# wb_arbiter

wb_arbiter, met1 routing:
Bar = 50 um. Supply wires on this layer in grey.
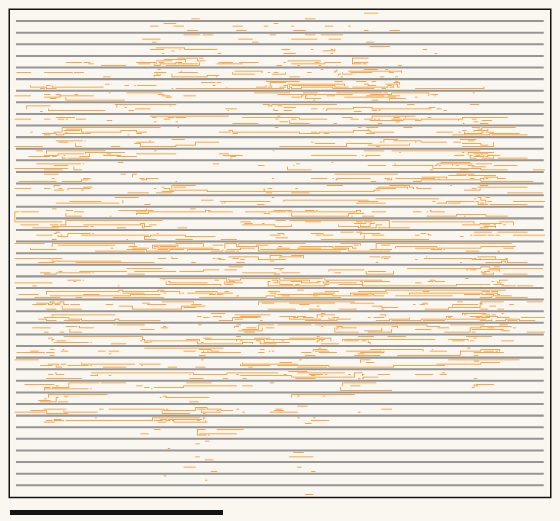

**config.mk**
```make
export PLATFORM = sky130hd
export DESIGN_NAME = wb_arbiter
export DESIGN_NICKNAME = d
export VERILOG_FILES = /design/src/rtl/wb_arbiter.sv
export SDC_FILE = /design/constraint.sdc
export NUM_CORES = 1
export LEC_CHECK = 0
export CELL_PAD_IN_SITES_DETAIL_PLACEMENT = 1
export CELL_PAD_IN_SITES_GLOBAL_PLACEMENT = 2
export CORE_ASPECT_RATIO = 0.9
export CORE_UTILIZATION = 30
export CTS_CLUSTER_SIZE = 8
export DETAILED_ROUTE_END_ITERATION = 10
export PLACE_DENSITY = 0.88
export SETUP_SLACK_MARGIN = 0.5
export SYNTH_ARGS = -nofsm -noshare
export SYNTH_HDL_FRONTEND = slang
export SYNTH_SLANG_ARGS = --single-unit
```
**constraint.sdc**
```tcl
create_clock -name clk -period 7.1 [get_ports clk]
set_clock_uncertainty 0.2 [all_clocks]
set_input_delay 0.71 -clock clk [delete_from_list [all_inputs] [get_ports clk]]
set_output_delay 0.71 -clock clk [all_outputs]
set_load 0.05 [all_outputs]
```
**src/rtl/wb_arbiter.sv**
```systemverilog
// Register-file write-port arbiter: the pipeline W stage has priority and late results are queued.
// A queue head that waits STARVE_MAX cycles is forced out with a one-cycle W-stage stall.
module wb_arbiter #(
   parameter int unsigned DEPTH      = 2,
   parameter int unsigned STARVE_MAX = 4
) (
   input  logic        clk,
   input  logic        rst_n,
   input  logic        RegWriteW,
   input  logic [4:0]  RdW,
   input  logic [31:0] ResultW,
   input  logic        late_valid,
   input  logic [4:0]  late_rd,
   input  logic [31:0] late_data,
   output logic        late_ready,
   output logic        rf_we,
   output logic [4:0]  rf_rd,
   output logic [31:0] rf_wd,
   output logic        stall_req
);

   localparam int unsigned PtrW = (DEPTH > 1) ? $clog2(DEPTH) : 1;
   localparam int unsigned CntW = PtrW + 1;
   localparam int unsigned AgeW = (STARVE_MAX > 1) ? $clog2(STARVE_MAX + 1) : 1;

   typedef enum logic [1:0] {StIdle, StQueued, StForce} state_e;

   state_e            state_q, state_d;
   logic [PtrW-1:0]   head_q, head_d, tail_q, tail_d;
   logic [CntW-1:0]   count_q, count_d;
   logic [AgeW-1:0]   age_q, age_d;
   logic [DEPTH-1:0]  vld_q, vld_d;
   logic [4:0]        q_rd_q   [DEPTH];
   logic [31:0]       q_data_q [DEPTH];

   logic pipe_wr, accept, head_vld, grant_pipe, bypass, deq, enq, we;

   always_comb begin
      pipe_wr    = RegWriteW && (RdW != 5'd0);
      late_ready = (count_q < CntW'(DEPTH)) || !rst_n;
      accept     = late_valid && late_ready;
      head_vld   = vld_q[head_q];
      grant_pipe = 1'b0;
      bypass     = 1'b0;
      deq        = 1'b0;
      we         = 1'b0;
      rf_rd      = 5'd0;
      rf_wd      = 32'd0;

      case (state_q)
         StForce: begin
            // Pipeline is held off by stall_req; the head owns the port.
            we    = head_vld;
            rf_rd = q_rd_q[head_q];
            rf_wd = q_data_q[head_q];
            deq   = (count_q != '0);
         end
         StIdle, StQueued: begin
            if (pipe_wr) begin
               grant_pipe = 1'b1;
               we         = 1'b1;
               rf_rd      = RdW;
               rf_wd      = ResultW;
            end
            if (state_q == StQueued) begin
               if (!head_vld) begin
                  deq = 1'b1;
               end else if (!pipe_wr) begin
                  we    = 1'b1;
                  rf_rd = q_rd_q[head_q];
                  rf_wd = q_data_q[head_q];
                  deq   = 1'b1;
               end
            end else if (!pipe_wr && accept && (late_rd != 5'd0)) begin
               bypass = 1'b1;
               we     = 1'b1;
               rf_rd  = late_rd;
               rf_wd  = late_data;
            end
         end
         default: ;
      endcase

      rf_we = we && rst_n;
      enq   = accept && (late_rd != 5'd0) && !bypass && !(grant_pipe && (late_rd == RdW));

      // Younger pipeline write to the same register supersedes any queued late result.
      vld_d = vld_q;
      if (grant_pipe) begin
         for (int i = 0; i < int'(DEPTH); i++) begin
            if (q_rd_q[i] == RdW) vld_d[i] = 1'b0;
         end
      end
      head_d = head_q;
      tail_d = tail_q;
      if (deq) begin
         vld_d[head_q] = 1'b0;
         head_d        = head_q + 1'b1;
      end
      if (enq) begin
         vld_d[tail_q] = 1'b1;
         tail_d        = tail_q + 1'b1;
      end
      count_d = count_q + CntW'(enq) - CntW'(deq);

      age_d = age_q;
      if (deq) begin
         age_d = '0;
      end else if ((state_q == StQueued) && head_vld) begin
         age_d = age_q + 1'b1;
      end

      if ((state_q == StQueued) && (age_d == AgeW'(STARVE_MAX))) begin
         state_d = StForce;
      end else begin
         state_d = (count_d != '0) ? StQueued : StIdle;
      end
   end

   always_ff @(posedge clk or negedge rst_n) begin
      if (!rst_n) begin
         state_q <= StIdle;
         head_q  <= '0;
         tail_q  <= '0;
         count_q <= '0;
         age_q   <= '0;
         vld_q   <= '0;
      end else begin
         state_q <= state_d;
         head_q  <= head_d;
         tail_q  <= tail_d;
         count_q <= count_d;
         age_q   <= age_d;
         vld_q   <= vld_d;
      end
   end

   always_ff @(posedge clk) begin
      if (enq) begin
         q_rd_q[tail_q]   <= late_rd;
         q_data_q[tail_q] <= late_data;
      end
   end

   assign stall_req = (state_q == StForce);

endmodule
```
# pwm_capture

`src/rtl/pwm_pkg.sv`:
```
// Shared PWM constants, tick-divider computation and FSM state encoding
// used by both the capture block and the PWM generator.
package pwm_pkg;

  localparam int unsigned PWM_FREQ = 60;

  function automatic int unsigned clk_div(input int unsigned clk_freq,
                                          input int unsigned clk_ticks);
    return clk_freq / (PWM_FREQ * clk_ticks);
  endfunction

  typedef enum logic [1:0] {
    ST_IDLE = 2'd0,
    ST_HIGH = 2'd1,
    ST_LOW  = 2'd2
  } pwm_state_e;

endpackage

```
`src/rtl/pwm_tick.sv`:
```
// Free-running tick divider: counts 0..CLK_DIV inclusive and asserts tick
// while the count is 0, giving one tick every CLK_DIV+1 clocks.
module pwm_tick
  import pwm_pkg::*;
#(
  parameter int unsigned CLK_FREQ  = 25000000,
  parameter int unsigned CLK_TICKS = 65536
) (
  input  logic clk,
  input  logic rst,
  output logic tick
);

  localparam int unsigned CLK_DIV = clk_div(CLK_FREQ, CLK_TICKS);
  localparam int unsigned DW      = (CLK_DIV > 0) ? $clog2(CLK_DIV + 1) : 1;

  logic [DW-1:0] cnt_q, cnt_d;

  always_comb begin
    cnt_d = (cnt_q == DW'(CLK_DIV)) ? '0 : cnt_q + 1'b1;
    tick  = (cnt_q == '0);
  end

  always_ff @(posedge clk or posedge rst) begin
    if (rst) cnt_q <= '0;
    else     cnt_q <= cnt_d;
  end

endmodule

```
`src/rtl/pwm_capture.sv`:
```
// Measures high time and rising-to-rising period of an asynchronous PWM input
// in divider ticks; publishes on each rising edge and flags loss of signal.
module pwm_capture
  import pwm_pkg::*;
#(
  parameter  int unsigned CLK_FREQ  = 25000000,
  parameter  int unsigned CLK_TICKS = 65536,
  localparam int unsigned W         = $clog2(CLK_TICKS)
) (
  input  logic         clk,
  input  logic         rst,
  input  logic         in,
  output logic [W-1:0] duty,
  output logic [W:0]   period,
  output logic         valid,
  output logic         lost
);

  localparam logic [W-1:0] HI_MAX  = W'(CLK_TICKS - 1);
  localparam logic [W:0]   PER_MAX = (W + 1)'(2 * CLK_TICKS - 1);

  logic tick;

  pwm_tick #(
    .CLK_FREQ  (CLK_FREQ),
    .CLK_TICKS (CLK_TICKS)
  ) u_tick (
    .clk  (clk),
    .rst  (rst),
    .tick (tick)
  );

  // [0],[1] form the synchronizer; [2] is the previous synchronized value.
  logic [2:0]   sync_q, sync_d;
  pwm_state_e   state_q, state_d;
  logic [W-1:0] hi_q, hi_d;
  logic [W:0]   per_q, per_d;
  logic [W-1:0] duty_q, duty_d;
  logic [W:0]   period_q, period_d;
  logic         valid_q, valid_d;
  logic         lost_q, lost_d;

  logic         rise, fall;
  logic [W-1:0] hi_inc, hi_start;
  logic [W:0]   per_inc, per_start;

  always_comb begin
    sync_d    = {sync_q[1:0], in};
    rise      = sync_q[1] & ~sync_q[2];
    fall      = ~sync_q[1] & sync_q[2];
    hi_inc    = (tick && hi_q != HI_MAX) ? hi_q + 1'b1 : hi_q;
    per_inc   = (tick && per_q != PER_MAX) ? per_q + 1'b1 : per_q;
    // A tick coincident with an edge is credited to the phase that starts there.
    hi_start  = W'(tick);
    per_start = (W + 1)'(tick);

    state_d  = state_q;
    hi_d     = hi_q;
    per_d    = per_q;
    duty_d   = duty_q;
    period_d = period_q;
    valid_d  = 1'b0;
    lost_d   = lost_q;

    case (state_q)
      ST_IDLE: begin
        if (rise) begin
          state_d = ST_HIGH;
          hi_d    = hi_start;
          per_d   = per_start;
        end
      end
      ST_HIGH: begin
        if (per_q == PER_MAX) begin
          state_d  = ST_IDLE;
          lost_d   = 1'b1;
          duty_d   = '0;
          period_d = '0;
        end else if (fall) begin
          // hi_q is frozen from here on and serves as the latched high count.
          state_d = ST_LOW;
          per_d   = per_inc;
        end else begin
          hi_d  = hi_inc;
          per_d = per_inc;
        end
      end
      ST_LOW: begin
        if (per_q == PER_MAX) begin
          state_d  = ST_IDLE;
          lost_d   = 1'b1;
          duty_d   = '0;
          period_d = '0;
        end else if (rise) begin
          state_d  = ST_HIGH;
          duty_d   = hi_q;
          period_d = per_q;
          valid_d  = 1'b1;
          lost_d   = 1'b0;
          hi_d     = hi_start;
          per_d    = per_start;
        end else begin
          per_d = per_inc;
        end
      end
      default: state_d = ST_IDLE;
    endcase
  end

  always_ff @(posedge clk or posedge rst) begin
    if (rst) begin
      sync_q   <= '0;
      state_q  <= ST_IDLE;
      hi_q     <= '0;
      per_q    <= '0;
      duty_q   <= '0;
      period_q <= '0;
      valid_q  <= 1'b0;
      lost_q   <= 1'b1;
    end else begin
      sync_q   <= sync_d;
      state_q  <= state_d;
      hi_q     <= hi_d;
      per_q    <= per_d;
      duty_q   <= duty_d;
      period_q <= period_d;
      valid_q  <= valid_d;
      lost_q   <= lost_d;
    end
  end

  assign duty   = duty_q;
  assign period = period_q;
  assign valid  = valid_q;
  assign lost   = lost_q;

endmodule

```
`config.mk`:
```
export PLATFORM = sky130hd
export DESIGN_NAME = pwm_capture
export DESIGN_NICKNAME = d
export VERILOG_FILES = /design/src/rtl/pwm_pkg.sv /design/src/rtl/pwm_tick.sv /design/src/rtl/pwm_capture.sv
export SDC_FILE = /design/constraint.sdc
export NUM_CORES = 1
export LEC_CHECK = 0
export ABC_AREA = 1
export CORE_MARGIN = 2
export CORE_UTILIZATION = 55
export CTS_CLUSTER_SIZE = 20
export DETAILED_ROUTE_END_ITERATION = 10
export GPL_ROUTABILITY_DRIVEN = 0
export PLACE_DENSITY = 0.86
export SYNTH_ARGS = -nofsm -noshare
export SYNTH_HDL_FRONTEND = slang
export SYNTH_HIERARCHICAL = 1
export SYNTH_SLANG_ARGS = --single-unit
```
`constraint.sdc`:
```
create_clock -name clk -period 2.84 [get_ports clk]
set_input_delay 0.284 -clock clk [delete_from_list [all_inputs] [get_ports clk]]
set_output_delay 0.284 -clock clk [all_outputs]
set_load 0.02 [all_outputs]
```

## Gallery

Congestion heat map.
Plate I
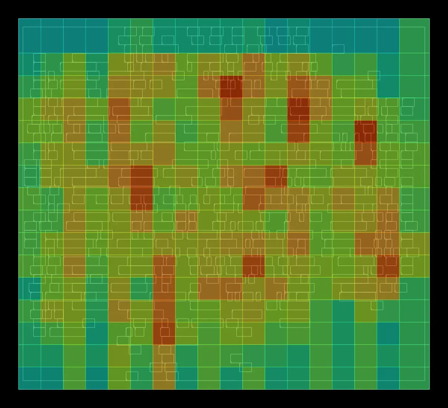
Plate II
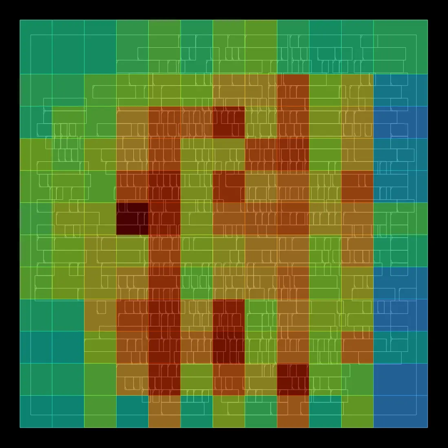
- pwm_capture = Plate II
- wb_arbiter = Plate I

pwm_capture, M4 wires:
Bar = 20 um. Supply wires on this layer in grey.
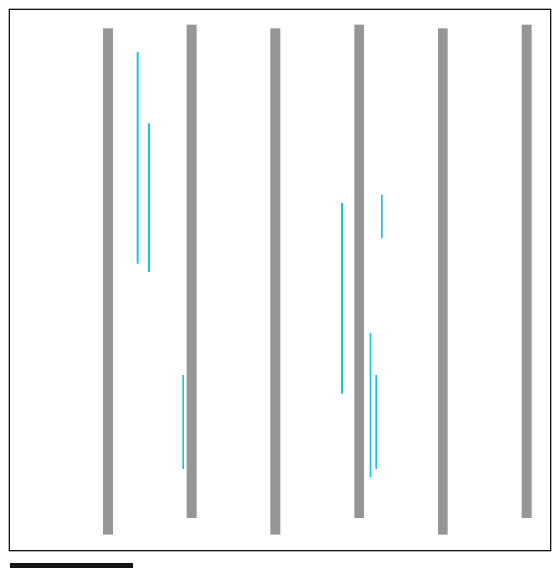
nets with wire on the layer: 6
longest straight run: 34.0 um
main direction: vertical
wire length on this layer: 148 um
share of all routed wire: 1.8%

==> flow_summary.json, pwm_capture <==
{
  "critical_path_buf_inv_count": 1,
  "netlist_instances": 486,
  "detail_route.wirelength_mm": 8.363,
  "cp.arrival_ns": 2.87,
  "met2RoutedLength_mm": 3.932,
  "synth_adder_area_share": 0.02609,
  "maximum_number_of_pins_on_one_net_before_global_route_repair": 50,
  "critical_path.top_delay_family": "simple AND/OR/NAND/NOR gates",
  "floorplan.initialDensity": 0.5678,
  "share_of_cell_area_taken_by_muxes_after_synthesis": 0,
  "final_period_minus_worst_setup_slack_ns": 2.594,
  "cp_max_fo": 11,
  "synth_cell_types": 34,
  "core_area_mm2": 0.006756,
  "use_met2": 0.3602,
  "htree_num_levels": 3,
  "num_antenna_cells": 0,
  "worstPathCellList": "nand2_1 -> nor3_1 -> nand2_1 -> nor2_1 -> ha_1 -> o21ai_4 -> nand3_4 -> nor2_2 -> inv_1 -> o21ai_0 -> a21oi_1",
  "max_stage_delay_ns": 0.44,
  "ys_seq_elements": 76,
  "n_multi_input_combinational_cell": 351,
  "mostFrequentLayoutCells": "nand2_1 (150), dfrtp_1 (75), nor2_1 (54), o21ai_0 (48), clkdlybuf4s50_1 (37)",
  "cts_tree": "built",
  "run_status": "complete, no violations",
  "p_int_mw": 1.872
}
wb_arbiter, met3 routing:
Cells faint in the background.
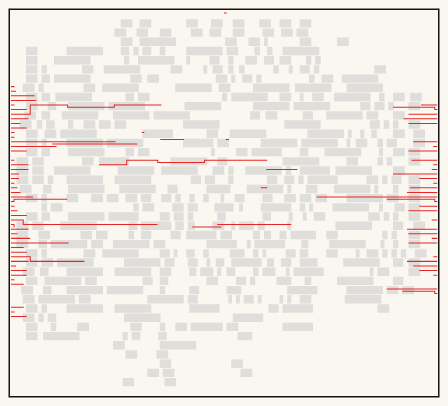
main direction: horizontal
nets with wire on the layer: 83

wb_arbiter, metal 2:
Bar = 50 um.
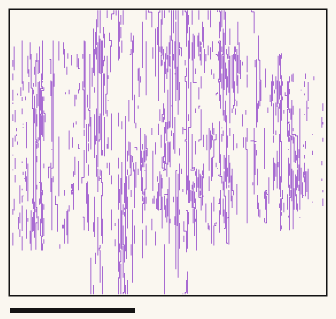
nets with wire on the layer: 457
longest straight run: 54.1 um
total length of routed wires: 11.24 mm
total vias in the final route: 3163
GR Util met2: 0.2884

Notes on 'met1 routing' of wb_arbiter above:
wire length on this layer: 4940 um
main direction: horizontal
longest straight run: 39.1 um
met1 usage in global routing: 0.1966

==> flow_summary.json, wb_arbiter <==
{
  "layout.clock_buffers": 9,
  "cellLeakagePower_nw": 2.056,
  "area_share_nonclk_buffers": 0.2039,
  "power.density_cell_area_mw_per_mm2": 363.3,
  "fmax_mhz": 194.5,
  "critical_path.top_delay_family": "buffers and inverters",
  "routabilityCongestion": 0.7464,
  "post_drt_via_cell_ratio": 5.168,
  "use_met3": 0.03645,
  "place.detailed.hpwl_mm": 7.707,
  "syn_nets": 416,
  "vias_in_the_first_global_route": 3479,
  "htree_num_levels": 3,
  "nFillCells": 1422,
  "num_antenna_cells": 0,
  "combAreaFraction": 0.2693,
  "flop_cell": "edfxtp_1",
  "timing.reg2reg.worst_path_depth": 11,
  "route.detailed.drc": 0,
  "p_int_mw": 1.329,
  "reg_to_reg_slack_setup_ns": 3.50,
  "detail_route.iter0.violations": 94,
  "synth.comb.largest_family": "AND-OR/OR-AND gates",
  "area_growth_syn_to_layout_pct": 39.71,
  "num_tap_cells": 168,
  "met3_wirelength_um": 679,
  "hold_path.startpoint": "count_q[1]$_DFF_PN0_",
  "synth_cell_types": 40,
  "clock-root-buffer": "clkbuf_16",
  "layout.nets": 520,
  "synth-simple-area-share": 0.07704,
  "crit-reg2reg-launch": "state_q[1]$_DFF_PN0_",
  "postSynthSeqShare": 0.5960,
  "die_w_um": 126.6,
  "design.seq.count": 85,
  "rsz0062_at_grt": "no",
  "crit_path_end": "rf_rd[1]",
  "holdWs_ns": 0.3424,
  "synth.cells.most_frequent": "edfxtp_1 (74), mux2i_1 (39), nor3_1 (21), a22oi_1 (20), nand2_1 (20)",
  "drt-pass1-iter-count": 4,
  "n_multi_input_combinational_cell": 217,
  "yosys.stat.chipArea_mm2": 0.004190,
  "fraction_of_standard_cell_area_that_is_sequential": 0.4268,
  "synth_top_area_share": 0.5303,
  "sw_frac_of_total": 0.3753,
  "preCtsSetupSlack_ns": 1.907,
  "worstPathCellList": "clkdlybuf4s50_1 -> nor3_2 -> a21oi_4 -> nor4_4 -> buf_4 -> a22oi_1 -> o21ai_0 -> clkdlybuf4s50_1",
  "io_buffer_count": 117,
  "core_area_mm2": 0.01346,
  "p_total_mw": 2.127,
  "run_status": "complete, no violations",
  "top_power_group": "combinational logic",
  "dp.cells": 596,
  "post_synth_xor_area_fraction": 0.04389,
  "finalSetupTns_ns": 0,
  "buffers": 120,
  "largest-register": "q_data_q",
  "final_layout_size_suffix_gt1_frac": 0.06532,
  "fin_ws_ns": 1.960,
  "crit_slowest_cell": "clkdlybuf4s50_1",
  "floorplan.die.height_um": 114.1
}

